=== design 1 ===
Fig. 1: design 1, the metal 1 layer
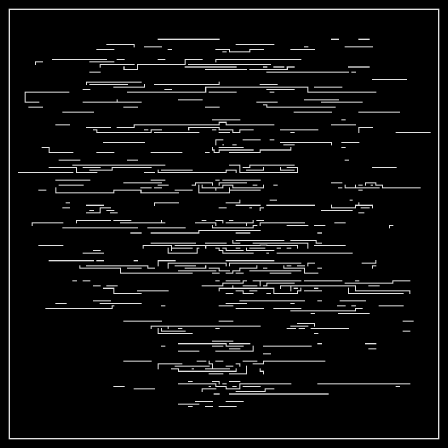
Fig. 2: design 1, M2 wires
The bar under the picture is 20 µm long. Cells faint in the background.
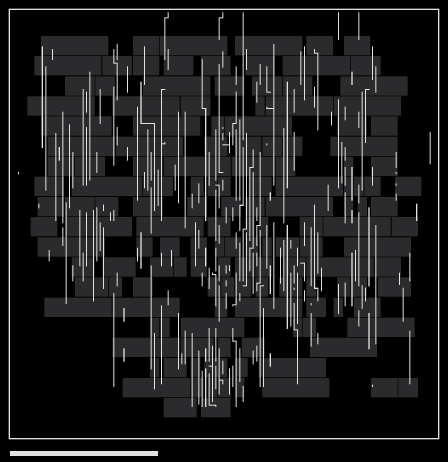
## src/rtl/uart_pkg.sv

```systemverilog
// Shared UART definitions: FSM state encoding, frame width and baud divider math.
package uart_pkg;

  typedef enum logic [1:0] {
    IDLE,
    START,
    DATA,
    STOP
  } uart_state_e;

  localparam int DATA_BITS = 8;

  // Clocks per oversample tick; the transmitter calls this with oversample = 1.
  function automatic int calc_div(input int clk_freq, input int baud, input int oversample);
    return clk_freq / (baud * oversample);
  endfunction

endpackage

```

## src/rtl/uart_baud_tick.sv

```systemverilog
// Free-running divider producing a one-cycle tick every DIV clocks (every clock when DIV = 1).
module uart_baud_tick
  import uart_pkg::*;
#(
  parameter int CLK_FREQ   = 50_000_000,
  parameter int BAUD       = 115_200,
  parameter int OVERSAMPLE = 16
) (
  input  logic clk,
  input  logic rstn,
  output logic tick
);

  localparam int DIV = calc_div(CLK_FREQ, BAUD, OVERSAMPLE);
  localparam int CW  = (DIV > 1) ? $clog2(DIV) : 1;

  generate
    if (DIV < 1) begin : g_div_chk
      $error("uart_baud_tick: CLK_FREQ too low for BAUD*OVERSAMPLE");
    end
  endgenerate

  logic [CW-1:0] cnt_q, cnt_d;
  logic          tc;

  assign tc   = (cnt_q == CW'(DIV - 1));
  assign tick = tc;

  always_comb begin
    cnt_d = cnt_q + 1'b1;
    if (tc) cnt_d = '0;
  end

  always_ff @(posedge clk or negedge rstn) begin
    if (!rstn) cnt_q <= '0;
    else       cnt_q <= cnt_d;
  end

endmodule

```

## src/rtl/uart_rx.sv

```systemverilog
// 8N1 UART receiver, oversampled, with a single-entry valid/ready output register.
//  state | meaning
//  IDLE  | line idle, waiting for a low sample
//  START | counting to mid start bit to reject glitches
//  DATA  | sampling data bits at mid-bit, LSB first
//  STOP  | sampling stop bit; high completes the byte, low is a framing error
module uart_rx
  import uart_pkg::*;
#(
  parameter int CLK_FREQ   = 50_000_000,
  parameter int BAUD       = 115_200,
  parameter int OVERSAMPLE = 16
) (
  input  logic                 clk,
  input  logic                 rstn,
  input  logic                 rxd,
  input  logic                 rx_rdy,
  output logic                 rx_valid,
  output logic [DATA_BITS-1:0] rx_data,
  output logic                 rx_done,
  output logic                 frame_err,
  output logic                 overrun
);

  localparam int SW = $clog2(OVERSAMPLE);
  localparam int BW = $clog2(DATA_BITS);
  localparam logic [SW-1:0] S_HALF = SW'(OVERSAMPLE / 2 - 1);
  localparam logic [SW-1:0] S_LAST = SW'(OVERSAMPLE - 1);
  localparam logic [BW-1:0] B_LAST = BW'(DATA_BITS - 1);

  generate
    if (OVERSAMPLE < 8 || (OVERSAMPLE % 2) != 0) begin : g_os_chk
      $error("uart_rx: OVERSAMPLE must be even and at least 8");
    end
  endgenerate

  logic tick;

  uart_baud_tick #(
    .CLK_FREQ  (CLK_FREQ),
    .BAUD      (BAUD),
    .OVERSAMPLE(OVERSAMPLE)
  ) u_tick (
    .clk (clk),
    .rstn(rstn),
    .tick(tick)
  );

  logic [1:0]           sync_q;
  logic                 rxd_s;
  uart_state_e          state_q, state_d;
  logic [SW-1:0]        s_cnt_q, s_cnt_d;
  logic [BW-1:0]        b_cnt_q, b_cnt_d;
  logic [DATA_BITS-1:0] shift_q, shift_d;
  logic                 done_q, done_d;
  logic                 ferr_q, ferr_d;
  logic                 valid_q, valid_d;
  logic [DATA_BITS-1:0] data_q, data_d;
  logic                 ovr_q, ovr_d;

  assign rxd_s = sync_q[1];

  always_comb begin
    state_d = state_q;
    s_cnt_d = s_cnt_q;
    b_cnt_d = b_cnt_q;
    shift_d = shift_q;
    done_d  = 1'b0;
    ferr_d  = 1'b0;
    if (tick) begin
      unique case (state_q)
        IDLE: begin
          if (!rxd_s) begin
            state_d = START;
            s_cnt_d = '0;
          end
        end
        START: begin
          if (s_cnt_q == S_HALF) begin
            if (rxd_s) begin
              state_d = IDLE;
            end else begin
              state_d = DATA;
              s_cnt_d = '0;
              b_cnt_d = '0;
            end
          end else begin
            s_cnt_d = s_cnt_q + 1'b1;
          end
        end
        DATA: begin
          if (s_cnt_q == S_LAST) begin
            shift_d = {rxd_s, shift_q[DATA_BITS-1:1]};
            s_cnt_d = '0;
            if (b_cnt_q == B_LAST) state_d = STOP;
            else                   b_cnt_d = b_cnt_q + 1'b1;
          end else begin
            s_cnt_d = s_cnt_q + 1'b1;
          end
        end
        STOP: begin
          if (s_cnt_q == S_LAST) begin
            state_d = IDLE;
            done_d  = rxd_s;
            ferr_d  = !rxd_s;
          end else begin
            s_cnt_d = s_cnt_q + 1'b1;
          end
        end
        default: state_d = IDLE;
      endcase
    end
  end

  // done_q marks the "complete" cycle; a same-cycle transfer frees the slot for the new byte.
  always_comb begin
    valid_d = valid_q;
    data_d  = data_q;
    ovr_d   = 1'b0;
    if (valid_q && rx_rdy) valid_d = 1'b0;
    if (done_q) begin
      if (!valid_q || rx_rdy) begin
        valid_d = 1'b1;
        data_d  = shift_q;
      end else begin
        ovr_d = 1'b1;
      end
    end
  end

  always_ff @(posedge clk or negedge rstn) begin
    if (!rstn) begin
      sync_q  <= 2'b11;
      state_q <= IDLE;
      s_cnt_q <= '0;
      b_cnt_q <= '0;
      shift_q <= '0;
      done_q  <= 1'b0;
      ferr_q  <= 1'b0;
      valid_q <= 1'b0;
      data_q  <= '0;
      ovr_q   <= 1'b0;
    end else begin
      sync_q  <= {sync_q[0], rxd};
      state_q <= state_d;
      s_cnt_q <= s_cnt_d;
      b_cnt_q <= b_cnt_d;
      shift_q <= shift_d;
      done_q  <= done_d;
      ferr_q  <= ferr_d;
      valid_q <= valid_d;
      data_q  <= data_d;
      ovr_q   <= ovr_d;
    end
  end

  assign rx_valid  = valid_q;
  assign rx_data   = data_q;
  assign rx_done   = done_q;
  assign frame_err = ferr_q;
  assign overrun   = ovr_q;

endmodule

```

## config.mk

```make
export PLATFORM = sky130hd
export DESIGN_NAME = uart_rx
export DESIGN_NICKNAME = d
export VERILOG_FILES = /design/src/rtl/uart_pkg.sv /design/src/rtl/uart_baud_tick.sv /design/src/rtl/uart_rx.sv
export SDC_FILE = /design/constraint.sdc
export NUM_CORES = 1
export LEC_CHECK = 0
export CAP_MARGIN = 20
export CORE_MARGIN = 2
export CORE_UTILIZATION = 55
export DETAILED_ROUTE_END_ITERATION = 8
export HOLD_SLACK_MARGIN = 0.1
export PLACE_DENSITY = 0.77
export SYNTH_ARGS = -nofsm -noshare
export SYNTH_HDL_FRONTEND = slang
export SYNTH_SLANG_ARGS = --single-unit
```

## constraint.sdc

```tcl
create_clock -name clk -period 1.96 [get_ports clk]
set_input_delay 0.196 -clock clk [delete_from_list [all_inputs] [get_ports clk]]
set_output_delay 0.196 -clock clk [all_outputs]
set_load 0.02 [all_outputs]
```

==> qor.csv <==
stage,metric,value,unit
setup_path,kind of critical path,register to register,
pwr,combinational share of power,2.8,%
setup_path,CP Launch Point,u_tick.cnt_q[0]$_DFF_PN0_,
timing,headroom to the max-slew limit,65.3,%
global_routing,first-pass GRT wire length,4.70,mm
place,HPWL Detailed,1.88,mm
routing,DRC,0,
floorplanning,die area,3350,µm²
timing,setup slack after layout,0.185,ns
synthesis,ao+oa area frac,9.02,%
status,status,completed,
clock_tree,Clock transition at path regs,0.10,ns
finish,Non-clk bufs,17,
run,tool warnings,27,
timing,final setup violation count,0,
pwr,maximum VDD drop,0.572,mV
synthesis,simple-gate area share of the yosys netlist,12.8,%
floorplanning,chip width,57.9,µm
synthesis,Unique cell types,35,
synthesis,XORs/XNORs by Area,2.20,%
setup_path,crit path DAT,1.99,ns
clock_tree,clock latency on the worst-skew pair,0.33,ns
timing,final worst-path cycle share,90.5,%
setup_path,Worst setup EP type,register,
global_routing,largest net degree at the start of global routing,37,
setup_path,crit path cell chain,inv_1 -> ha_1 -> nand4b_4 -> nor3_4 -> mux2_2,
clock_tree,Clock Path Buffers,2,
synthesis,Yosys Instances,128,
global_routing,vias in the first global route,989,
place,Buffers on Ports,15,
timing,final slew viol count,0,
finish,register area,903,µm²
run,Max-cap violations,0,
setup_path,"delay-heaviest family, CP",simple AND/OR/NAND/NOR gates,
floorplanning,die height,57.9,µm
pwr,Comb. pwr,0.0000323,W
setup_path,slowest CP cell,dfrtp_1,
routing,wl on met1,1.27,mm
place,placed cell count,172,
synthesis,synthesized area per cell,12.5,µm²
synthesis,Mapped Cells,128,
pwr,internal power,0.000899,W
finish,Antenna Cells,0,
clock_tree,total CTS buffers,5,
setup_path,startpoint types,register,
finish,fin nets,157,
routing,DRT iter0 DRCs,33,
## Picture notes: Fig. 1
The layer carries 1270 µm of wire. The layer holds 48% of the routed length. The wires run mostly horizontal.
GR Layer Usage met1: 27.2%
Total Wirelength: 2.65 mm
total number of vias: 1042

## Picture notes: Fig. 2
The wires run mostly vertical. The longest straight run is 19.0 µm. The layer holds 45% of the routed length. 139 nets have wire on it.
met2 Use GR: 27.3%

worst paths after layout:
check	cells past startpoint	slack (ns)	endpoint
max	5	0.19	shift_q[4]$_DFFE_PN0P_
min reg2reg	0	0.37	sync_q[1]$_DFF_PN1_
max reg2reg	5	0.19	shift_q[4]$_DFFE_PN0P_
min	2	0.27	rx_data[2]$_DFFE_PN0P_
min in group clk	1	0.28	sync_q[0]$_DFF_PN1_
max in group asynchronous	2	1.34	sync_q[1]$_DFF_PN1_

=== design 2 ===
Fig. 3: design 2, the metal 1 layer
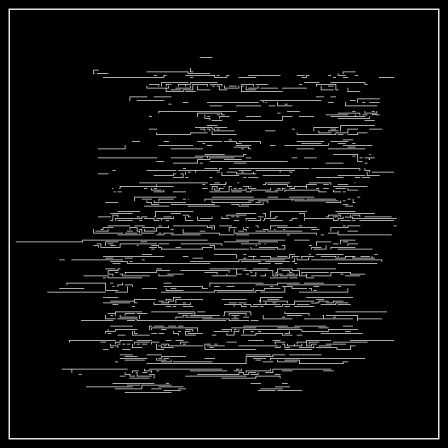
===== config.mk =====
export PLATFORM = sky130hd
export DESIGN_NAME = hit_address_encoder
export DESIGN_NICKNAME = d
export VERILOG_FILES = /design/src/rtl/hit_address_encoder_pkg.sv /design/src/rtl/lowest_set_bit_encoder.sv /design/src/rtl/hit_address_encoder.sv
export SDC_FILE = /design/constraint.sdc
export NUM_CORES = 1
export LEC_CHECK = 0
export CORE_MARGIN = 8
export CORE_UTILIZATION = 59
export CTS_CLUSTER_DIAMETER = 200
export DETAILED_ROUTE_END_ITERATION = 16
export DONT_BUFFER_PORTS = 1
export GPL_ROUTABILITY_DRIVEN = 0
export PLACE_DENSITY = 0.83
export RECOVER_POWER = 100
export SLEW_MARGIN = 20
export SYNTH_ARGS = -nofsm -noshare
export SYNTH_HDL_FRONTEND = slang
export SYNTH_HIERARCHICAL = 1
export SYNTH_SLANG_ARGS = --single-unit

===== constraint.sdc =====
create_clock -name clock -period 6.55 [get_ports clock]
set_clock_uncertainty 0.2 [all_clocks]
set_input_delay 1.6375 -clock clock [delete_from_list [all_inputs] [get_ports clock]]
set_output_delay 1.6375 -clock clock [all_outputs]
set_load 0.01 [all_outputs]

===== src/rtl/hit_address_encoder_pkg.sv =====
// Shared parameter set (MyParameters) and types for the hit address encoder.
// Geometry constants live here only; every other file imports this package.
package hit_address_encoder_pkg;

    localparam int WORDLENGTH   = 16;
    localparam int COLINDEXBITS = 4;
    localparam int ROWINDEXBITS = 4;
    localparam int MEMNROWS     = 16;

    localparam int ADDRBITS  = ROWINDEXBITS + COLINDEXBITS;
    // One extra bit so a full readout of MEMNROWS*WORDLENGTH hits still fits.
    localparam int COUNTBITS = $clog2(MEMNROWS * WORDLENGTH) + 1;

    typedef enum logic {
        IDLE = 1'b0,
        SCAN = 1'b1
    } state_t;

endpackage


===== src/rtl/lowest_set_bit_encoder.sv =====
// Combinational priority encoder: index of the lowest set bit of a word
// plus a flag telling whether any bit is set at all.
module lowest_set_bit_encoder
    import hit_address_encoder_pkg::*;
(
    input  logic [WORDLENGTH-1:0]   word,
    output logic [COLINDEXBITS-1:0] index,
    output logic                    valid
);

    // Walk from the top so the lowest set bit is the last one to win.
    always_comb begin
        index = {COLINDEXBITS{1'b0}};
        valid = |word;
        for (int i = WORDLENGTH - 1; i >= 0; i--) begin
            index = word[i] ? COLINDEXBITS'(i) : index;
        end
    end

endmodule


===== src/rtl/hit_address_encoder.sv =====
// Accepts hit-bitmap rows and hands out one {row, letter} address per set bit,
// lowest letter first, with readout completion and hit counting.
module hit_address_encoder
    import hit_address_encoder_pkg::*;
(
    input  logic                    clock,
    input  logic                    reset,
    input  logic                    rowValid,
    input  logic [ROWINDEXBITS-1:0] rowIndex,
    input  logic [WORDLENGTH-1:0]   rowWord,
    input  logic                    lastRow,
    output logic                    rowReady,
    output logic                    hitValid,
    output logic [ADDRBITS-1:0]     hitAddress,
    input  logic                    hitReady,
    output logic                    hitLast,
    output logic                    readoutDone,
    output logic [COUNTBITS-1:0]    hitCount
);

    state_t                  state_q, state_d;
    logic [WORDLENGTH-1:0]   word_q, word_d;
    logic [ROWINDEXBITS-1:0] row_q, row_d;
    logic                    last_q, last_d;
    logic                    row_ready_q, row_ready_d;
    logic                    hit_valid_q, hit_valid_d;
    logic [ADDRBITS-1:0]     hit_address_q, hit_address_d;
    logic                    hit_last_q, hit_last_d;
    logic                    readout_done_q, readout_done_d;
    logic [COUNTBITS-1:0]    hit_count_q, hit_count_d;
    logic                    done_seen_q, done_seen_d;

    logic                    accept_s;
    logic                    handshake_s;
    logic [COLINDEXBITS-1:0] next_index_s;
    logic                    next_valid_s;

    lowest_set_bit_encoder u_lsb (
        .word  (word_d),
        .index (next_index_s),
        .valid (next_valid_s)
    );

    // Next-state: the encoder looks at the upcoming working word so the
    // hit outputs can be registered without an extra cycle of latency.
    always_comb begin
        accept_s       = rowValid && row_ready_q;
        handshake_s    = hit_valid_q && hitReady;
        state_d        = state_q;
        word_d         = word_q;
        row_d          = row_q;
        last_d         = last_q;
        hit_count_d    = hit_count_q;
        done_seen_d    = done_seen_q;
        readout_done_d = 1'b0;
        if (accept_s) begin
            row_d          = rowIndex;
            last_d         = lastRow;
            word_d         = rowWord;
            hit_count_d    = done_seen_q ? {COUNTBITS{1'b0}} : hit_count_q;
            readout_done_d = (rowWord == {WORDLENGTH{1'b0}}) && lastRow;
            done_seen_d    = readout_done_d;
            state_d        = (rowWord != {WORDLENGTH{1'b0}}) ? SCAN : IDLE;
        end else if (handshake_s) begin
            // Clearing the lowest set bit retires exactly the hit just taken.
            word_d      = word_q & (word_q - WORDLENGTH'(1));
            hit_count_d = hit_count_q + COUNTBITS'(1);
            if (word_d == {WORDLENGTH{1'b0}}) begin
                state_d        = IDLE;
                readout_done_d = last_q;
                done_seen_d    = last_q;
            end else begin
                state_d = SCAN;
            end
        end else begin
            state_d = state_q;
        end
        row_ready_d   = (state_d == IDLE);
        hit_valid_d   = (state_d == SCAN) && next_valid_s;
        hit_address_d = {row_d, next_index_s};
        hit_last_d    = hit_valid_d && last_d &&
                        ((word_d & (word_d - WORDLENGTH'(1))) == {WORDLENGTH{1'b0}});
    end

    // State and registered outputs; reset discards any partial row.
    always_ff @(posedge clock or posedge reset) begin
        if (reset) begin
            state_q        <= IDLE;
            word_q         <= {WORDLENGTH{1'b0}};
            row_q          <= {ROWINDEXBITS{1'b0}};
            last_q         <= 1'b0;
            row_ready_q    <= 1'b1;
            hit_valid_q    <= 1'b0;
            hit_address_q  <= {ADDRBITS{1'b0}};
            hit_last_q     <= 1'b0;
            readout_done_q <= 1'b0;
            hit_count_q    <= {COUNTBITS{1'b0}};
            done_seen_q    <= 1'b0;
        end else begin
            state_q        <= state_d;
            word_q         <= word_d;
            row_q          <= row_d;
            last_q         <= last_d;
            row_ready_q    <= row_ready_d;
            hit_valid_q    <= hit_valid_d;
            hit_address_q  <= hit_address_d;
            hit_last_q     <= hit_last_d;
            readout_done_q <= readout_done_d;
            hit_count_q    <= hit_count_d;
            done_seen_q    <= done_seen_d;
        end
    end

    assign rowReady    = row_ready_q;
    assign hitValid    = hit_valid_q;
    assign hitAddress  = hit_address_q;
    assign hitLast     = hit_last_q;
    assign readoutDone = readout_done_q;
    assign hitCount    = hit_count_q;

endmodule


==> qor.csv <==
stage,metric,value,unit
synthesis,Yosys Warn Count,6,
routing,Top Metal Used,met4,
setup_path,required time of the critical path,6.54,ns
finish,Antenna Cells,0,
setup_path,R2R setup slack,2.58,ns
setup_path,Buf/Inv on CP,2,
clock_tree,total CTS buffers,5,
setup_path,CP Launch Point,rowValid,
timing,Fin Setup TNS,0,ns
timing,RSZ-0062 raised after global routing,false,
timing,final worst-path cycle share,69.6,%
status,status,finished with violations,
finish,layout cells sized above 1,10.5,%
timing,final slew viol count,41,
worst_hold_path,hold_sp,last_q$_DFF_PP0_,
timing,worst hold slack,0.296,ns
synthesis,biggest area cells,"dfrtp_1 39%, nand2_1 6.9%, o21ai_0 5.0%",
finish,inverters,15,
setup_path,"delay-heaviest family, CP",buffers and inverters,
clock_tree,H-tree depth,2,
finish,buffering overhead,0.289,%
synthesis,cell type with the largest total area,dfrtp_1,
timing,"Hold Vio Cnt, Final",0,
finish,Commonest Layout Cell,nand2_1,
synthesis,ao+oa area frac,21.7,%
routing,DRC,0,
run,Max-cap violations,1,
finish,Comb/total area,52.1,%
global_routing,GRT Util Overall,20.6,%
clock_tree,clock latency on the worst-skew pair,0.29,ns
status,failing checks,"max-capacitance violations, max-slew violations",
About Fig. 3:
288 nets have wire on it. The layer carries 2570 µm of wire. The longest straight run is 23.7 µm. The wires run mostly horizontal. The layer holds 39% of the routed length.
total number of vias: 2307
Total Wirelength: 6.51 mm
GR Layer Usage met1: 25.6%

## power by group
group,total [W],internal [W],switching [W]
registers,0.000492,0.000344,0.000148
clock network,0.000208,0.000115,0.0000934
logic,0.000675,0.000256,0.000419
## registers in the layout (all words and copies together), names as in the netlist
signal	count
hitCount	9
rowReady	1
hitValid	1
readoutDone	1
state_q	1
done_seen_q	1
last_q	1
hitAddress	8
word_q	16
hitLast	1
## per-stage QoR
stage / setup WS (ns) / cell area, µm²
after global placement: 2.44 / 2500
after CTS: 2.68 / 2620
after global routing: 1.69 / 2600
after floorplan: 2.67 / 2510
after detailed placement: 2.35 / 2500
final: 1.99 / 2600

=== design 3 ===
Fig. 4: design 3, close-up of the layout
The bar under the picture is 5 µm long. Region (5, 35) to (25, 55) µm. Cells in grey, sequential cells in the stronger grey; small squares are vias.
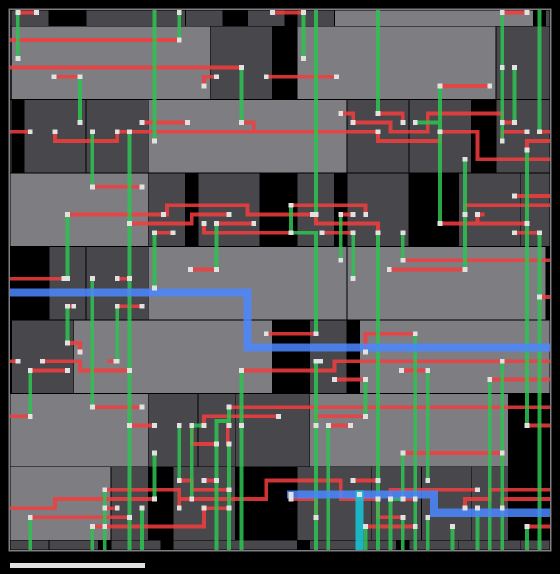
Fig. 5: design 3, M2 wires
The bar under the picture is 20 µm long. Cells faint in the background.
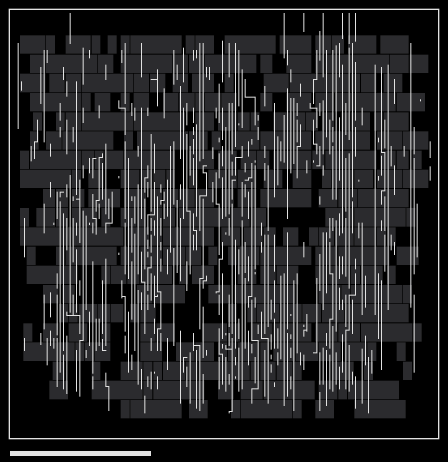
`src/rtl/fbrc_count_ctrl_pkg.sv`:
```
// Shared definitions for the board counter run-control sequencer:
// FSM state encodings and the default prescaler / counter sizing.
package fbrc_count_ctrl_pkg;

    // Run-control states; the numeric values are visible on the state port
    typedef enum logic [1:0] {
        ST_IDLE  = 2'd0,
        ST_RUN   = 2'd1,
        ST_PAUSE = 2'd2,
        ST_DONE  = 2'd3
    } fbrc_state_e;

    // 25 MHz board clock divided down to a 1 Hz count tick
    localparam int unsigned   DEF_PRESCALE_W   = 25;
    localparam logic [24:0]   DEF_PRESCALE_MAX = 25'd24999999;

    // 4-bit counter that one-shot mode stops at full scale
    localparam int unsigned   DEF_CNT_W        = 4;
    localparam logic [3:0]    DEF_LIMIT        = 4'd15;

endpackage

```
`src/rtl/fbrc_count_ctrl_btn_edge_pulse.sv`:
```
// Button conditioning: two-flop synchroniser followed by an edge register.
// Produces a single-cycle pulse on each rising edge of the raw button, so a
// held button yields exactly one pulse. Runs on the falling clock edge like
// the rest of the counter logic.
module btn_edge_pulse (
    input  logic clk,
    input  logic reset,
    input  logic btn_raw,
    output logic btn_p
);

    logic sync1_q, sync1_d;
    logic sync2_q, sync2_d;
    logic prev_q,  prev_d;

    // Shift the raw level through the synchroniser and into the edge register
    always_comb begin
        sync1_d = btn_raw;
        sync2_d = sync1_q;
        prev_d  = sync2_q;
    end

    // Falling-edge flops with synchronous clear
    always_ff @(negedge clk) begin
        if (reset) begin
            sync1_q <= 1'b0;
            sync2_q <= 1'b0;
            prev_q  <= 1'b0;
        end else begin
            sync1_q <= sync1_d;
            sync2_q <= sync2_d;
            prev_q  <= prev_d;
        end
    end

    assign btn_p = sync2_q & ~prev_q;

endmodule

```
`src/rtl/fbrc_count_ctrl.sv`:
```
// Run-control sequencer for the 4-bit board counter. Converts the start,
// stop and step buttons into pulses, paces counting with a prescaler and
// drives the counter's enable/clear inputs. All state changes on the
// falling clock edge, the same edge the counter flops use.
module fbrc_count_ctrl
    import fbrc_count_ctrl_pkg::*;
#(
    parameter int unsigned            PRESCALE_W   = DEF_PRESCALE_W,
    parameter logic [PRESCALE_W-1:0]  PRESCALE_MAX = DEF_PRESCALE_MAX,
    parameter int unsigned            CNT_W        = DEF_CNT_W,
    parameter logic [CNT_W-1:0]       LIMIT        = DEF_LIMIT
) (
    input  logic             clk,
    input  logic             reset,
    input  logic             start_btn,
    input  logic             stop_btn,
    input  logic             step_btn,
    input  logic             oneshot,
    input  logic [CNT_W-1:0] cnt_q,
    output logic             cnt_en,
    output logic             cnt_clr,
    output logic [1:0]       state,
    output logic             busy,
    output logic             done
);

    logic start_p, stop_p, step_p;

    fbrc_state_e           state_q,   state_d;
    logic [PRESCALE_W-1:0] pre_q,     pre_d;
    logic                  cnt_en_q,  cnt_en_d;
    logic                  cnt_clr_q, cnt_clr_d;

    logic tick;
    logic at_limit;

    btn_edge_pulse u_start (
        .clk     (clk),
        .reset   (reset),
        .btn_raw (start_btn),
        .btn_p   (start_p)
    );

    btn_edge_pulse u_stop (
        .clk     (clk),
        .reset   (reset),
        .btn_raw (stop_btn),
        .btn_p   (stop_p)
    );

    btn_edge_pulse u_step (
        .clk     (clk),
        .reset   (reset),
        .btn_raw (step_btn),
        .btn_p   (step_p)
    );

    assign tick     = (pre_q == PRESCALE_MAX);
    assign at_limit = oneshot && (cnt_q == LIMIT);

    // Next state, prescaler and counter controls; stop outranks start, start outranks step
    always_comb begin
        state_d   = state_q;
        pre_d     = pre_q;
        cnt_en_d  = 1'b0;
        cnt_clr_d = 1'b0;

        case (state_q)
            ST_IDLE: begin
                if (!stop_p && start_p) begin
                    cnt_clr_d = 1'b1;
                    pre_d     = '0;
                    state_d   = ST_RUN;
                end
            end

            ST_RUN: begin
                if (stop_p) begin
                    state_d = ST_PAUSE;
                end else if (tick) begin
                    pre_d = '0;
                    if (at_limit) begin
                        state_d = ST_DONE;
                    end else begin
                        cnt_en_d = 1'b1;
                    end
                end else begin
                    pre_d = pre_q + PRESCALE_W'(1);
                end
            end

            ST_PAUSE: begin
                if (stop_p) begin
                    cnt_clr_d = 1'b1;
                    pre_d     = '0;
                    state_d   = ST_IDLE;
                end else if (start_p) begin
                    state_d = ST_RUN;
                end else if (step_p) begin
                    if (at_limit) begin
                        state_d = ST_DONE;
                    end else begin
                        cnt_en_d = 1'b1;
                    end
                end
            end

            ST_DONE: begin
                if (stop_p) begin
                    cnt_clr_d = 1'b1;
                    pre_d     = '0;
                    state_d   = ST_IDLE;
                end else if (start_p) begin
                    cnt_clr_d = 1'b1;
                    pre_d     = '0;
                    state_d   = ST_RUN;
                end
            end

            default: begin
                state_d = ST_IDLE;
                pre_d   = '0;
            end
        endcase
    end

    // Falling-edge state register; reset aborts any run immediately
    always_ff @(negedge clk) begin
        if (reset) begin
            state_q   <= ST_IDLE;
            pre_q     <= '0;
            cnt_en_q  <= 1'b0;
            cnt_clr_q <= 1'b0;
        end else begin
            state_q   <= state_d;
            pre_q     <= pre_d;
            cnt_en_q  <= cnt_en_d;
            cnt_clr_q <= cnt_clr_d;
        end
    end

    assign cnt_en  = cnt_en_q;
    assign cnt_clr = cnt_clr_q;
    assign state   = state_q;
    assign busy    = (state_q == ST_RUN);
    assign done    = (state_q == ST_DONE);

endmodule

```
`config.mk`:
```
export PLATFORM = sky130hd
export DESIGN_NAME = fbrc_count_ctrl
export DESIGN_NICKNAME = d
export VERILOG_FILES = /design/src/rtl/fbrc_count_ctrl_pkg.sv /design/src/rtl/fbrc_count_ctrl_btn_edge_pulse.sv /design/src/rtl/fbrc_count_ctrl.sv
export SDC_FILE = /design/constraint.sdc
export NUM_CORES = 1
export LEC_CHECK = 0
export ABC_CLOCK_PERIOD_IN_PS = 2650
export CORE_UTILIZATION = 57
export DETAILED_ROUTE_END_ITERATION = 8
export GPL_ROUTABILITY_DRIVEN = 0
export PLACE_DENSITY = 0.8
export SYNTH_ARGS = -nofsm -noshare
export SYNTH_HDL_FRONTEND = slang
export SYNTH_SLANG_ARGS = --single-unit
```
`constraint.sdc`:
```
create_clock -name clk -period 2.65 [get_ports clk]
set_input_delay 0.265 -clock clk [delete_from_list [all_inputs] [get_ports clk]]
set_output_delay 0.265 -clock clk [all_outputs]
set_load 0.02 [all_outputs]
```
==> qor.csv <==
stage,metric,value,unit
finish,filler cell count,226,
finish,sequential portion of the cell area,31.0,%
pwr,combinational share of power,30.8,%
timing,worst clock skew,0.0325,ns
finish,register area,768,µm²
setup_path,"delay-heaviest family, CP",flip-flops,
clock_tree,Clock Tree Root,clkbuf_4,
floorplanning,Rows,20,
setup_path,CP Launch Point,state[1]$_SDFFE_NP0P_,
finish,max reg flops,25,
finish,Commonest Layout Cell,inv_1,
synthesis,cell type with the largest total area,dfxtp_1,
synthesis,Top-area cell share,38.8,%
finish,final cell count without fillers,333,
finish,inverters,5,
setup_path,worst r2r dst,pre_q[7]$_SDFFE_NP0P_,
synthesis,ys async rst share,0,%
setup_path,crit path cell chain,inv_4 -> ha_4 -> buf_6,
timing,setup slack after layout,-0.0651,ns
pwr,internal power,0.000990,W
setup_path,slowest CP cell,dfxtp_4,
clock_tree,H-tree depth,2,
pwr,"Power, Total",0.00169,W
timing,headroom to the max-slew limit,57.2,%
global_routing,met3 Use GR,11.3,%
clock_tree,postcts setup bufs,0,
setup_path,worst flop-to-flop path startpoint,state[1]$_SDFFE_NP0P_,
pwr,Sw Pwr,0.000705,W
synthesis,Unique cell types,45,
finish,post-route cell area,2480,µm²
synthesis,"mux frac, synth",0,%
pwr,clock share of power,32.9,%
routing,wl on met1,2.10,mm
setup_path,worst setup path end,busy,
timing,Worst-Margin Slew,0.637,ns
status,status,finished with violations,
clock_tree,Clock Path Buffers,2,
routing,Wirelength per Cell,14.4,µm
synthesis,Post-synth EDFFs,0,
global_routing,largest net degree at the start of global routing,19,
worst_hold_path,hold crit path type,register to register,
finish,MI comb area,1150,µm²
pwr,PwrDens,683,nW/µm²
place,Buffers on Ports,15,
clock_tree,hold_buf cts,0,
setup_path,Worst Reg-to-Reg Cells,9,
status,failing checks,negative setup slack,
global_routing,GRT Util Overall,27.8,%
setup_path,Critical Path Stages,3,
clock_tree,Clock transition at path regs,0.04,ns
worst_hold_path,worst hold path cell count,1,
setup_path,Critical Path Fanout Max,4,
finish,Non-clk bufs,31,
floorplanning,chip width,60.7,µm
finish,fin nets,304,
finish,largest reg by FF count,pre_q,
timing,final setup violation count,2,
## Picture notes: Fig. 4
Key: blue = M3; cyan = M4; red = M1; green = M2
Most frequent: dfxtp_1 (11), nor2b_1 (9), inv_1 (4). Netlist names of flops here include pre_q (3). 36 logic cells have their middle in the window. Sequential cells in the window: 11.

## Picture notes: Fig. 5
249 nets have wire on it. The layer holds 49% of the routed length.
total number of vias: 1896
met2 Use GR: 42.4%
Total Wirelength: 4.80 mm

worst register-to-register path: stages (launching register included):
cell	delay, ns
dfxtp_4	0.37
inv_4	0.05
buf_4	0.13
buf_4	0.14
ha_1	0.23
or2_1	0.28
a211oi_4	0.29
nor2_2	0.17
or4_1	0.50
a31oi_1	0.20
power by group through the flow:
stage	clock [W]	sequential, W	combinational, W
2_1_floorplan	0.0000898	0.000624	0.000293
3_3_place_gp	0.0000898	0.000611	0.000464
3_5_place_dp	0.0000898	0.000613	0.000483
4_1_cts	0.000580	0.000607	0.000470
5_1_grt	0.000636	0.000615	0.000563
6_report	0.000557	0.000615	0.000522

=== design 4 ===
File: src/rtl/adc_rx_packer.sv
// adc_rx_packer
//   Captures DDR ADC lane data, assembles 16-bit samples and buffers a
//   requested number of them in a first-word-fall-through FIFO. The FIFO
//   drains over an AXI4-Stream master port.
//
//   Optional feature: define ADC_RX_TEST_PATTERN_EN to add the test_mode
//   input. While test_mode is high, the assembled word is replaced by a
//   16-bit ramp that restarts at 0x0000 on every ARM.
//
// Parameters
//   FIFO_DEPTH  sample FIFO depth in words (power of two, >= 4)
//   CNT_W       width of num_samples and drop_cnt
// Ports
//   clk, resetn             ADC output clock; asynchronous active-low reset
//   d_fall, d_rise          lane bits; lane k carries w[2k+1] / w[2k]
//   start, num_samples      capture request and capture length
//   m_tdata/tvalid/tready/tlast   AXI4-Stream sample output
//   busy                    high while a capture is armed, running or draining
//   done                    one-cycle pulse when the tlast beat transfers
//   overflow, drop_cnt      sticky drop flag and saturating drop counter
//   test_mode               (ADC_RX_TEST_PATTERN_EN only) select the ramp pattern
module adc_rx_packer #(
    parameter int FIFO_DEPTH = 16,
    parameter int CNT_W      = 16
) (
    input  logic             clk,
    input  logic             resetn,
    input  logic [7:0]       d_fall,
    input  logic [7:0]       d_rise,
    input  logic             start,
    input  logic [CNT_W-1:0] num_samples,
`ifdef ADC_RX_TEST_PATTERN_EN
    input  logic             test_mode,
`endif
    output logic [15:0]      m_tdata,
    output logic             m_tvalid,
    input  logic             m_tready,
    output logic             m_tlast,
    output logic             busy,
    output logic             done,
    output logic             overflow,
    output logic [CNT_W-1:0] drop_cnt
);

    localparam int AW = $clog2(FIFO_DEPTH);

    typedef enum logic [1:0] {S_IDLE, S_ARM, S_CAPTURE, S_DRAIN} state_t;

    state_t            state_q, state_d;
    logic [CNT_W-1:0]  len_q, rem_q;
    logic              overflow_q;
    logic [CNT_W-1:0]  drop_cnt_q;

    logic [7:0]        fall_q, rise_q;
    logic [15:0]       asm_w, word_q, wr_data;

    logic [15:0]            mem_q [FIFO_DEPTH];
    logic [FIFO_DEPTH-1:0]  last_q;
    logic [AW:0]            wr_ptr_q, rd_ptr_q;
    logic [AW-1:0]          wr_idx, rd_idx, prev_idx;
    logic                   empty, full, rd_en, wr_en, drop, cap, final_cyc;

    // Stage 1: input register; Stage 2: interleave lanes into the sample word
    always_comb begin
        asm_w = '0;
        for (int k = 0; k < 8; k++) begin
            asm_w[2*k+1] = fall_q[k];
            asm_w[2*k]   = rise_q[k];
        end
    end

    always_ff @(posedge clk) begin
        fall_q <= d_fall;
        rise_q <= d_rise;
        word_q <= asm_w;
    end

`ifdef ADC_RX_TEST_PATTERN_EN
    logic [15:0] ramp_q;

    always_ff @(posedge clk or negedge resetn) begin
        if (!resetn) begin
            ramp_q <= '0;
        end else if (state_q == S_ARM) begin
            ramp_q <= '0;
        end else if (state_q == S_CAPTURE) begin
            ramp_q <= ramp_q + 16'd1;
        end
    end

    assign wr_data = test_mode ? ramp_q : word_q;
`else
    assign wr_data = word_q;
`endif

    // Stage 3: FIFO write / FWFT read
    assign wr_idx    = wr_ptr_q[AW-1:0];
    assign rd_idx    = rd_ptr_q[AW-1:0];
    assign prev_idx  = wr_idx - AW'(1);
    assign empty     = (wr_ptr_q == rd_ptr_q);
    assign full      = (wr_ptr_q[AW] != rd_ptr_q[AW]) && (wr_idx == rd_idx);
    assign rd_en     = !empty && m_tready;
    assign cap       = (state_q == S_CAPTURE);
    assign final_cyc = cap && (rem_q == CNT_W'(1));
    // A read in the same cycle frees a slot, so a full FIFO still accepts.
    assign wr_en     = cap && (!full || rd_en);
    assign drop      = cap && full && !rd_en;

    always_ff @(posedge clk) begin
        if (wr_en) begin
            mem_q[wr_idx] <= wr_data;
        end
    end

    always_ff @(posedge clk or negedge resetn) begin
        if (!resetn) begin
            wr_ptr_q <= '0;
            rd_ptr_q <= '0;
            last_q   <= '0;
        end else begin
            if (wr_en) begin
                wr_ptr_q       <= wr_ptr_q + (AW+1)'(1);
                last_q[wr_idx] <= final_cyc;
            end else if (drop && final_cyc) begin
                // Final word dropped: the newest stored word closes the capture.
                last_q[prev_idx] <= 1'b1;
            end
            if (rd_en) begin
                rd_ptr_q <= rd_ptr_q + (AW+1)'(1);
            end
        end
    end

    // Gate on empty so stale storage never reaches the port.
    assign m_tvalid = !empty;
    assign m_tdata  = empty ? 16'h0000 : mem_q[rd_idx];
    assign m_tlast  = !empty && last_q[rd_idx];
    assign done     = rd_en && m_tlast;
    assign busy     = (state_q != S_IDLE);
    assign overflow = overflow_q;
    assign drop_cnt = drop_cnt_q;

    always_comb begin
        state_d = state_q;
        case (state_q)
            S_IDLE:    if (start && (num_samples != '0)) state_d = S_ARM;
            S_ARM:     state_d = S_CAPTURE;
            S_CAPTURE: if (final_cyc) state_d = S_DRAIN;
            S_DRAIN:   if (done) state_d = S_IDLE;
            default:   state_d = S_IDLE;
        endcase
    end

    always_ff @(posedge clk or negedge resetn) begin
        if (!resetn) begin
            state_q    <= S_IDLE;
            len_q      <= '0;
            rem_q      <= '0;
            overflow_q <= 1'b0;
            drop_cnt_q <= '0;
        end else begin
            state_q <= state_d;
            if (state_q == S_IDLE && start) begin
                len_q <= num_samples;
            end
            if (state_q == S_ARM) begin
                rem_q      <= len_q;
                overflow_q <= 1'b0;
                drop_cnt_q <= '0;
            end else begin
                if (cap) begin
                    rem_q <= rem_q - CNT_W'(1);
                end
                if (drop) begin
                    overflow_q <= 1'b1;
                    if (drop_cnt_q != '1) begin
                        drop_cnt_q <= drop_cnt_q + CNT_W'(1);
                    end
                end
            end
        end
    end

endmodule

File: config.mk
export PLATFORM = sky130hd
export DESIGN_NAME = adc_rx_packer
export DESIGN_NICKNAME = d
export VERILOG_FILES = /design/src/rtl/adc_rx_packer.sv
export SDC_FILE = /design/constraint.sdc
export NUM_CORES = 1
export LEC_CHECK = 0
export CORE_MARGIN = 3
export CORE_UTILIZATION = 49
export CTS_CLUSTER_SIZE = 20
export DETAILED_ROUTE_END_ITERATION = 7
export PLACE_DENSITY = 0.78
export SLEW_MARGIN = 25
export SYNTH_ARGS = -nofsm -noshare
export SYNTH_HDL_FRONTEND = slang
export SYNTH_SLANG_ARGS = --single-unit
File: constraint.sdc
create_clock -name clk -period 3.5 [get_ports clk]
set_input_delay 1.05 -clock clk [delete_from_list [all_inputs] [get_ports clk]]
set_output_delay 1.05 -clock clk [all_outputs]
set_load 0.01 [all_outputs]
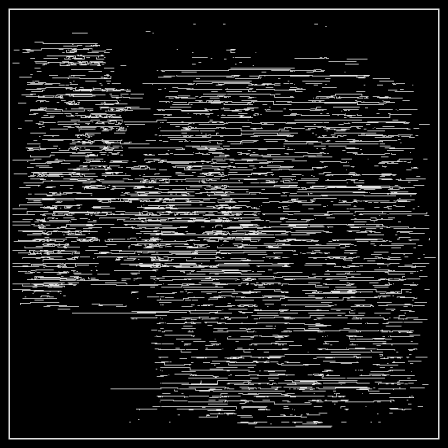
Fig. 6. The metal 1 layer (design 4).
The layer carries 13700 µm of wire. The longest straight run is 46.5 µm. The layer holds 41% of the routed length.
Total Wirelength: 33.5 mm
GR Layer Usage met1: 30.0%
total number of vias: 8252

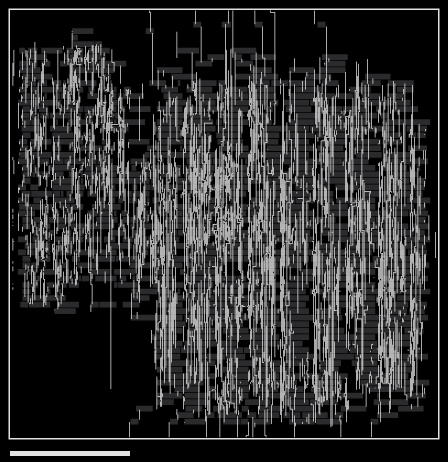
Fig. 7. M2 wires (design 4).
The bar under the picture is 50 µm long. Cells faint in the background.
The wires run mostly vertical. 934 nets have wire on it.
met2 Use GR: 35.7%

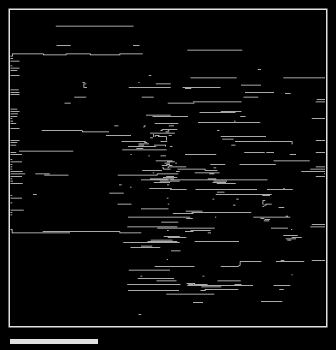
Fig. 8. M3 wires (design 4).
The bar under the picture is 50 µm long.
The wires run mostly horizontal. 141 nets have wire on it. The longest straight run is 54.7 µm. The layer carries 2320 µm of wire. The layer holds 6.9% of the routed length.
met3 Use GR: 3.54%

==> cells in the mapped netlist (12+ instances only) <==
master    instances  share of area [%]
a21oi_1          26               0.89
and2_1           22               0.94
nor3_1           18               0.62
dfxtp_1          32                4.4
ha_1             15                1.3
mux2i_1          12               0.82
dfrtp_1          77                 13
clkbuf_1         21               0.54
nor2_1           31               0.80
buf_1            12               0.31
inv_1            20               0.51
o21ai_0          26               0.89
xnor2_1          20                1.2
nand2_1          31               0.80
edfxtp_1        256                 53
mux4_2           83                 13
nand3_1          13               0.44
mux2_2           18                1.4
==> qor.csv <==
stage,metric,value,unit
finish,num sequential,365,
floorplanning,Tapcells,384,
timing,final setup violation count,17,
finish,Non-clk bufs,140,
routing,Pre-antenna DRT Iters,5,
finish,fin util,61.4,%
synthesis,Post-Synth Adder-Cell Area,1.28,%
synthesis,Yosys chip area,14600,µm²
synthesis,dominant register cell,edfxtp_1,
routing,post-DR vias/cell,5.92,
floorplanning,core region area,29100,µm²
place,DP Area,16200,µm²
routing,DRC,0,
pwr,Sw Pwr,0.00428,W
run,tool warnings,38,
synthesis,Syn Nets,896,
pwr,dominant power group,registers,
place,HPWL Detailed,18.2,mm
clock_tree,Clock Path Buffers,3,
status,status,finished with violations,
finish,dominant kind of cell,flip-flops and latches,
finish,layout cells sized above 1,27.3,%
global_routing,GRT busiest layer,met2,
setup_path,slowest CP cell,dfrtp_4,
finish,Antenna Cells,0,
floorplanning,die area,32000,µm²
synthesis,"mux frac, synth",15.1,%
timing,"Hold Vio Cnt, Final",0,
routing,Wirelength per Cell,24.0,µm
clock_tree,hold_buf cts,0,
run,Max-cap violations,0,
worst_hold_path,hold_sp,rise_q[0]$_DFF_P_,
setup_path,most frequent CP cell,mux4_2,
global_routing,vias in the first global route,8631,
floorplanning,chip width,179,µm
finish,Commonest Layout Cell,edfxtp_1,
setup_path,worst flop-to-flop path startpoint,rd_ptr_q[2]$_DFFE_PN0P_,
finish,clk tree area frac,6.67,%
routing,Final ANT Viol Nets,0,
worst_hold_path,hold crit path type,register to register,
synthesis,Yosys Instances,845,
pwr,PwrDens,818,nW/µm²
finish,#MultiIn Comb,418,
status,failing checks,negative setup slack,
synthesis,ao+oa area frac,3.63,%
floorplanning,Rows,62,
place,placed cell count,1304,
pwr,maximum VDD drop,0.357,mV
setup_path,Buf/Inv on CP,4,
setup_path,startpoint types,register,
timing,setup slack after layout,-0.179,ns
finish,clock buf count,45,
synthesis,Post-synth EDFFs,256,
pwr,part of the power in registers,38.6,%
timing,worst hold slack,0.312,ns
synthesis,Yosys reg bits,365,
setup_path,Worst setup EP type,output port,
synthesis,simple-gate area share of the yosys netlist,6.55,%
pwr,Seq power,0.00564,W
finish,Comb/total area,23.5,%
pwr,internal power,0.0103,W
synthesis,sequential cell area fraction in the yosys report,70.1,%
pwr,clock share of power,26.5,%
timing,Worst-Margin Slew,0.792,ns
finish,largest reg by FF count,mem_q,
worst_hold_path,worst hold path cell count,0,
clock_tree,clock sinks,365,

=== design 5 ===
[src/rtl/dsp_addsub_acc.sv]
// dsp_addsub_acc: multi-channel signed add/sub/accumulate with saturation and a registered valid/ready output
module dsp_addsub_acc #(
  parameter int WIDTH = 48,
  parameter int NCH = 4,
  parameter bit SAT = 1,
  localparam int CHW = (NCH > 1) ? $clog2(NCH) : 1
) (
  input  logic             clk,
  input  logic             reset_n,
  input  logic             in_valid,
  output logic             in_ready,
  input  logic [1:0]       in_op,
  input  logic [CHW-1:0]   in_ch,
  input  logic [WIDTH-1:0] in_a,
  input  logic [WIDTH-1:0] in_b,
  input  logic             acc_clr,
  output logic             out_valid,
  input  logic             out_ready,
  output logic [CHW-1:0]   out_ch,
  output logic [WIDTH-1:0] out_data,
  output logic             out_ovf
);
  localparam logic [WIDTH-1:0] MAXV = {1'b0, {(WIDTH-1){1'b1}}};
  localparam logic [WIDTH-1:0] MINV = {1'b1, {(WIDTH-1){1'b0}}};
  logic [WIDTH-1:0] acc [NCH];
  logic [WIDTH-1:0] old, x, y, res;
  logic [WIDTH:0] sum;
  logic accept, is_acc, ch_ok, wr, ovf, res_ovf;
  assign in_ready = !out_valid || out_ready;
  assign accept = in_valid && in_ready;
  assign is_acc = in_op[1];
  assign ch_ok = 32'(in_ch) < NCH;
  assign wr = accept && is_acc && ch_ok;
  // Current value of the addressed channel; a coincident clear makes it read as zero
  always_comb begin
    old = '0;
    for (int i = 0; i < NCH; i++) if (in_ch == CHW'(i)) old = acc[i];
    if (acc_clr) old = '0;
  end
  // Sign-extended add/sub, overflow from the two top bits, optional clamping
  always_comb begin
    x = is_acc ? old : in_a;
    y = is_acc ? in_a : in_b;
    sum = in_op[0] ? {x[WIDTH-1], x} - {y[WIDTH-1], y} : {x[WIDTH-1], x} + {y[WIDTH-1], y};
    ovf = sum[WIDTH] ^ sum[WIDTH-1];
    res = (SAT && ovf) ? (sum[WIDTH] ? MINV : MAXV) : sum[WIDTH-1:0];
    res_ovf = ovf;
    if (is_acc && !ch_ok) begin
      res = '0;
      res_ovf = 1'b1;
    end
  end
  // Accumulator bank: the accepted channel takes the new result, clear zeroes the rest
  always_ff @(posedge clk or negedge reset_n)
    if (!reset_n) for (int i = 0; i < NCH; i++) acc[i] <= '0;
    else for (int i = 0; i < NCH; i++)
      if (wr && in_ch == CHW'(i)) acc[i] <= res;
      else if (acc_clr) acc[i] <= '0;
  // One-entry output register: load on accept, drop valid once the consumer takes it
  always_ff @(posedge clk or negedge reset_n)
    if (!reset_n) begin
      out_valid <= 1'b0;
      out_ch <= '0;
      out_data <= '0;
      out_ovf <= 1'b0;
    end else if (accept) begin
      out_valid <= 1'b1;
      out_ch <= in_ch;
      out_data <= res;
      out_ovf <= res_ovf;
    end else if (out_ready) out_valid <= 1'b0;
endmodule

[config.mk]
export PLATFORM = sky130hd
export DESIGN_NAME = dsp_addsub_acc
export DESIGN_NICKNAME = d
export VERILOG_FILES = /design/src/rtl/dsp_addsub_acc.sv
export SDC_FILE = /design/constraint.sdc
export NUM_CORES = 1
export LEC_CHECK = 0
export CAP_MARGIN = 30
export CORE_MARGIN = 8
export CORE_UTILIZATION = 50
export DETAILED_ROUTE_END_ITERATION = 10
export PLACE_DENSITY = 0.72
export SLEW_MARGIN = 20
export SYNTH_ARGS = -nofsm -noshare
export SYNTH_HDL_FRONTEND = slang
export SYNTH_SLANG_ARGS = --single-unit
[constraint.sdc]
create_clock -name clk -period 9 [get_ports clk]
set_input_delay 1.8 -clock clk [delete_from_list [all_inputs] [get_ports clk]]
set_output_delay 1.8 -clock clk [all_outputs]
set_load 0.03 [all_outputs]
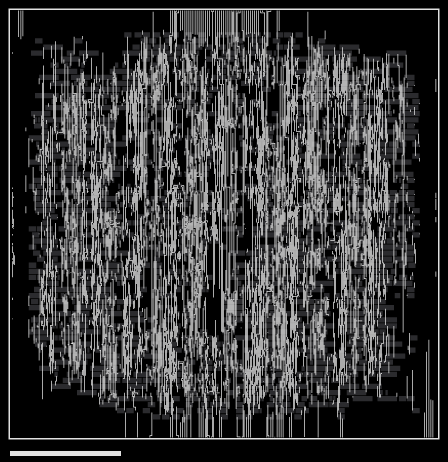
Fig. 9. M2 wires (design 5).
The bar under the picture is 50 µm long. Cells faint in the background.
The wires run mostly vertical. 1663 nets have wire on it. The layer holds 48% of the routed length.
total number of vias: 13705
Total Wirelength: 49.4 mm
met2 Use GR: 44.0%

## cell families (layout without fill, tap and decap cells)
logic type,after synthesis,count (layout),share of synthesized area [%]
AOI/OAI and AO/OA,574,574,22.7
xor gates and xnor gates,94,94,5.48
adders and majority gates,55,55,4.41
buffers and inverters,171,308,4.54
DFF,244,244,39.4
muxes,91,91,9.74
and+or+nand+nor,484,484,13.8
## per-layer routing
| metal | GRT usage [%] | wire (µm) |
|---|---|---|
| met5 | 0 | 0 |
| met4 | 8.05 | 1490 |
| met3 | 4.08 | 3190 |
| met2 | 44.0 | 23500 |
| met1 | 35.9 | 21200 |
==> qor.csv <==
stage,metric,value,unit
finish,dominant kind of cell,multi-input combinational cells,
synthesis,ys async rst share,100,%
finish,largest reg by FF count,acc,
synthesis,Unique cell types,72,
setup_path,most frequent CP cell,buf_4,
synthesis,top post-synthesis cells by count,"300 x nand2_1, 244 x dfrtp_1, 185 x o21ai_1",
routing,DRC,0,
pwr,clock share of power,27.6,%
clock_tree,Clock Tree Root,clkbuf_16,
setup_path,CP max stage delay,0.69,ns
synthesis,most common cell in the synthesized netlist,nand2_1,
clock_tree,hold_buf cts,0,
global_routing,initial antenna violation count,0,
place,HPWL Detailed,36.1,mm
pwr,P_clk,0.00109,W
timing,RSZ-0062 raised after global routing,false,
timing,Worst-Margin Slew,0.988,ns
clock_tree,clock latency on the worst-skew pair,0.55,ns
clock_tree,H-tree depth,1,
routing,post-DR vias/cell,6.10,
place,DP Area,17400,µm²
setup_path,Worst setup EP type,register,
run,tool warnings,28,
finish,Non-clk bufs,192,
pwr,Sw Pwr,0.00152,W
floorplanning,Tapcells,396,
setup_path,R2R setup slack,3.49,ns
synthesis,synthesized area per cell,9.05,µm²
place,Buffers on Ports,157,
synthesis,Syn Nets,1868,
synthesis,mapped cell area,15500,µm²
timing,final worst-path cycle share,89.1,%
finish,Area Overhead vs Synth,18.3,%
clock_tree,total CTS buffers,27,
timing,final setup violation count,0,
finish,filler cell count,2670,
setup_path,Critical Path Fanout Max,26,
finish,Antenna Cells,0,
timing,worst hold slack,0.478,ns
run,Max-cap violations,0,
pwr,part of the power in registers,33.6,%
pwr,maximum VDD drop,0.209,mV
floorplanning,chip width,192,µm
finish,post-route cell area,18300,µm²
synthesis,dominant register cell,dfrtp_1,
timing,Fin Setup TNS,0,ns
floorplanning,Rows,64,
timing,setup slack after layout,0.985,ns
timing,worst clock skew,0.0149,ns
synthesis,Mapped Cells,1713,
global_routing,vias in the first global route,13974,
synthesis,Yosys Warn Count,0,
status,status,completed,
finish,register area,6110,µm²
setup_path,kind of critical path,primary input to register,
finish,inverters,66,
routing,Wirelength per Cell,22.0,µm
synthesis,sequential cell area fraction in the yosys report,39.4,%
synthesis,Yosys reg bits,244,
place,Placer Congestion,0.943,
pwr,internal power,0.00244,W
finish,top logic cells by instance count in the layout,"299 x nand2_1, 244 x dfrtp_1, 184 x o21ai_1",
floorplanning,fp util,50.7,%
pwr,Comb. pwr,0.00154,W
finish,layout cells sized above 1,10.6,%
finish,fin util,59.9,%
clock_tree,postcts setup bufs,0,
finish,Commonest Layout Cell,nand2_1,
finish,top flop regs,"acc x192, out_data x48, out_ch x2",
clock_tree,CTS resizes,0,

=== design 6 ===
Fig. 10: design 6, M2 wires
The bar under the picture is 20 µm long. Cells faint in the background.
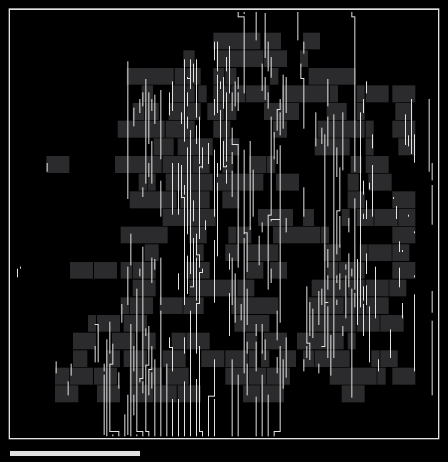
Fig. 11: design 6, track usage over the die
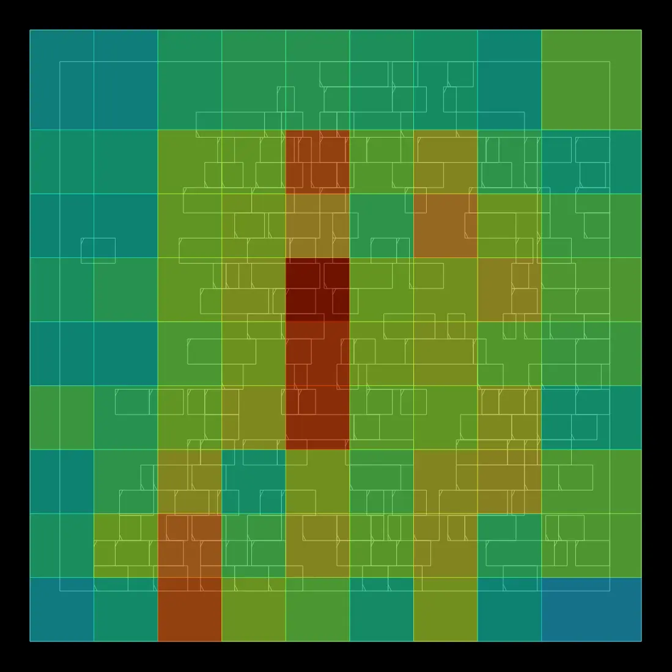
Fig. 12: design 6, the metal 1 layer
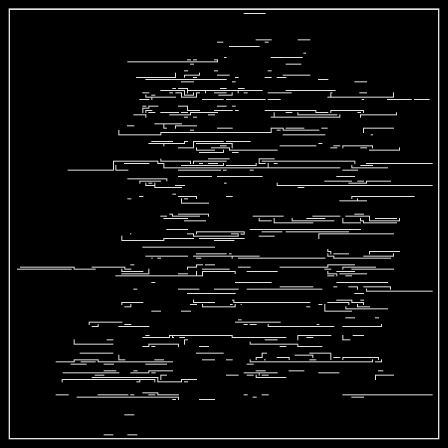
`src/rtl/neuron_accum_ctrl.sv`:
```
// neuron_accum_ctrl: time-shares an external adder to accumulate a bias plus N_INPUTS streamed terms
module neuron_accum_ctrl #(
  parameter int WIDTH    = 8,
  parameter int N_INPUTS = 4
) (
  input  logic             clk,
  input  logic             rst,
  input  logic             start,
  input  logic [WIDTH-1:0] bias,
  input  logic             in_valid,
  input  logic [WIDTH-1:0] in_data,
  output logic             in_ready,
  output logic [WIDTH-1:0] add_a,
  output logic [WIDTH-1:0] add_b,
  input  logic [WIDTH-1:0] add_sum,
  output logic             busy,
  output logic             out_valid,
  input  logic             out_ready,
  output logic [WIDTH-1:0] result
);
  typedef enum logic [1:0] {IDLE, ACCUM, DONE} state_t;
  state_t state, state_n;
  logic [WIDTH-1:0] acc;
  logic [7:0] cnt;
  logic load, accept;
  assign load   = (state == IDLE) && start;
  assign accept = (state == ACCUM) && in_valid;
  always_comb begin
    state_n = state;
    if (load) state_n = ACCUM;
    if (accept && cnt == 8'(N_INPUTS - 1)) state_n = DONE;
    if (state == DONE && out_ready) state_n = IDLE;
  end
  always_ff @(posedge clk) begin
    if (rst) begin
      state <= IDLE;
      acc   <= '0;
      cnt   <= '0;
    end else begin
      state <= state_n;
      if (load) begin
        acc <= bias;
        cnt <= '0;
      end else if (accept) begin
        acc <= add_sum;
        cnt <= cnt + 8'd1;
      end
    end
  end
  assign in_ready  = (state == ACCUM);
  assign out_valid = (state == DONE);
  assign busy      = (state != IDLE);
  assign add_a     = (state == ACCUM) ? acc : '0;
  assign add_b     = (state == ACCUM) ? in_data : '0;
  assign result    = acc;
endmodule

```
`config.mk`:
```
export PLATFORM = sky130hd
export DESIGN_NAME = neuron_accum_ctrl
export DESIGN_NICKNAME = d
export VERILOG_FILES = /design/src/rtl/neuron_accum_ctrl.sv
export SDC_FILE = /design/constraint.sdc
export NUM_CORES = 1
export LEC_CHECK = 0
export ABC_CLOCK_PERIOD_IN_PS = 2900
export CAP_MARGIN = 20
export CELL_PAD_IN_SITES_DETAIL_PLACEMENT = 0
export CELL_PAD_IN_SITES_GLOBAL_PLACEMENT = 1
export CORE_MARGIN = 3
export CORE_UTILIZATION = 28
export DETAILED_ROUTE_END_ITERATION = 8
export GPL_ROUTABILITY_DRIVEN = 0
export PLACE_DENSITY = 0.8
export SYNTH_ARGS = -nofsm -noshare
export SYNTH_HDL_FRONTEND = slang
export SYNTH_SLANG_ARGS = --single-unit
```
`constraint.sdc`:
```
create_clock -name clk -period 2.9 [get_ports clk]
set_clock_uncertainty 0.2 [all_clocks]
set_input_delay 0.29 -clock clk [delete_from_list [all_inputs] [get_ports clk]]
set_output_delay 0.29 -clock clk [all_outputs]
set_load 0.05 [all_outputs]
```
==> qor.csv <==
stage,metric,value,unit
status,status,completed,
finish,MI comb area,568,µm²
pwr,maximum VDD drop,0.114,mV
clock_tree,Clock Path Buffers,2,
finish,clk tree area frac,2.26,%
setup_path,worst r2r dst,cnt[5]$_SDFFE_PP0P_,
synthesis,Yosys chip area,1010,µm²
timing,final slew viol count,0,
finish,sequential portion of the cell area,22.4,%
finish,dominant kind of cell,multi-input combinational cells,
floorplanning,fp util,29.7,%
run,tool warnings,26,
global_routing,total grt overflow,0,
synthesis,Top-area cell share,35.8,%
synthesis,simple-gate area share of the yosys netlist,28.0,%
routing,wl on met1,1.35,mm
timing,Worst-Margin Slew,0.570,ns
About Fig. 10:
The longest straight run is 37.4 µm. The layer carries 1490 µm of wire. The layer holds 50% of the routed length. The wires run mostly vertical.
total number of vias: 1046
Total Wirelength: 3.00 mm
met2 Use GR: 25.8%

About Fig. 11:
GR Layer Usage met1: 17.6%
fin util: 47.4%

About Fig. 12:
180 nets have wire on it. The layer carries 1350 µm of wire. The layer holds 45% of the routed length.

[power breakdown]
part           internal (W)  switching [W]
Sequential         0.000260     0.00000855
Clock             0.0000764      0.0000798
Combinational     0.0000938       0.000139
Total              0.000430       0.000227
[registers in the layout, summed over array words and instances (netlist names)]
name,count
cnt,8
result,8
state,2
[critical path: cells and delay by family (launching register included)]
kind	cells	cell delay, ns
simple gates	1	0.06
buf+inv	3	1.16
flops	1	0.55


==> notes/layouts.md <==
Pictures saved along the way, in no particular order.

M3 wires.
(a)
The bar under the picture is 20 µm long.
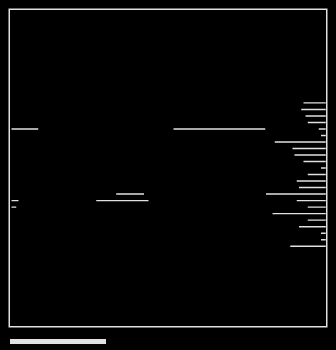
(b)
The bar under the picture is 20 µm long.
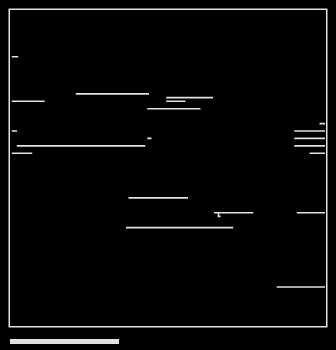
(c)
The bar under the picture is 50 µm long.
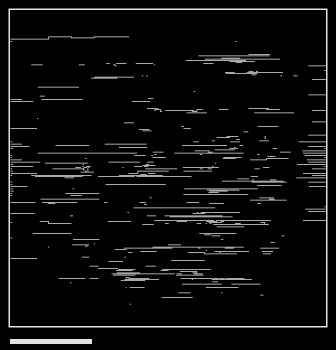
(d)
The bar under the picture is 20 µm long.
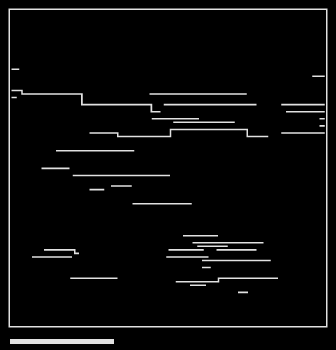
(e)
The bar under the picture is 20 µm long.
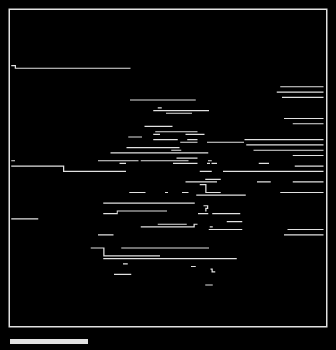
(c): design 5
(e): design 2
(a): design 6
(d): design 3
(b): design 1

Key to (e):
The layer carries 637 µm of wire. The longest straight run is 34.0 µm. 54 nets have wire on it. The wires run mostly horizontal.

Power is estimated from default activity; no workload was simulated.
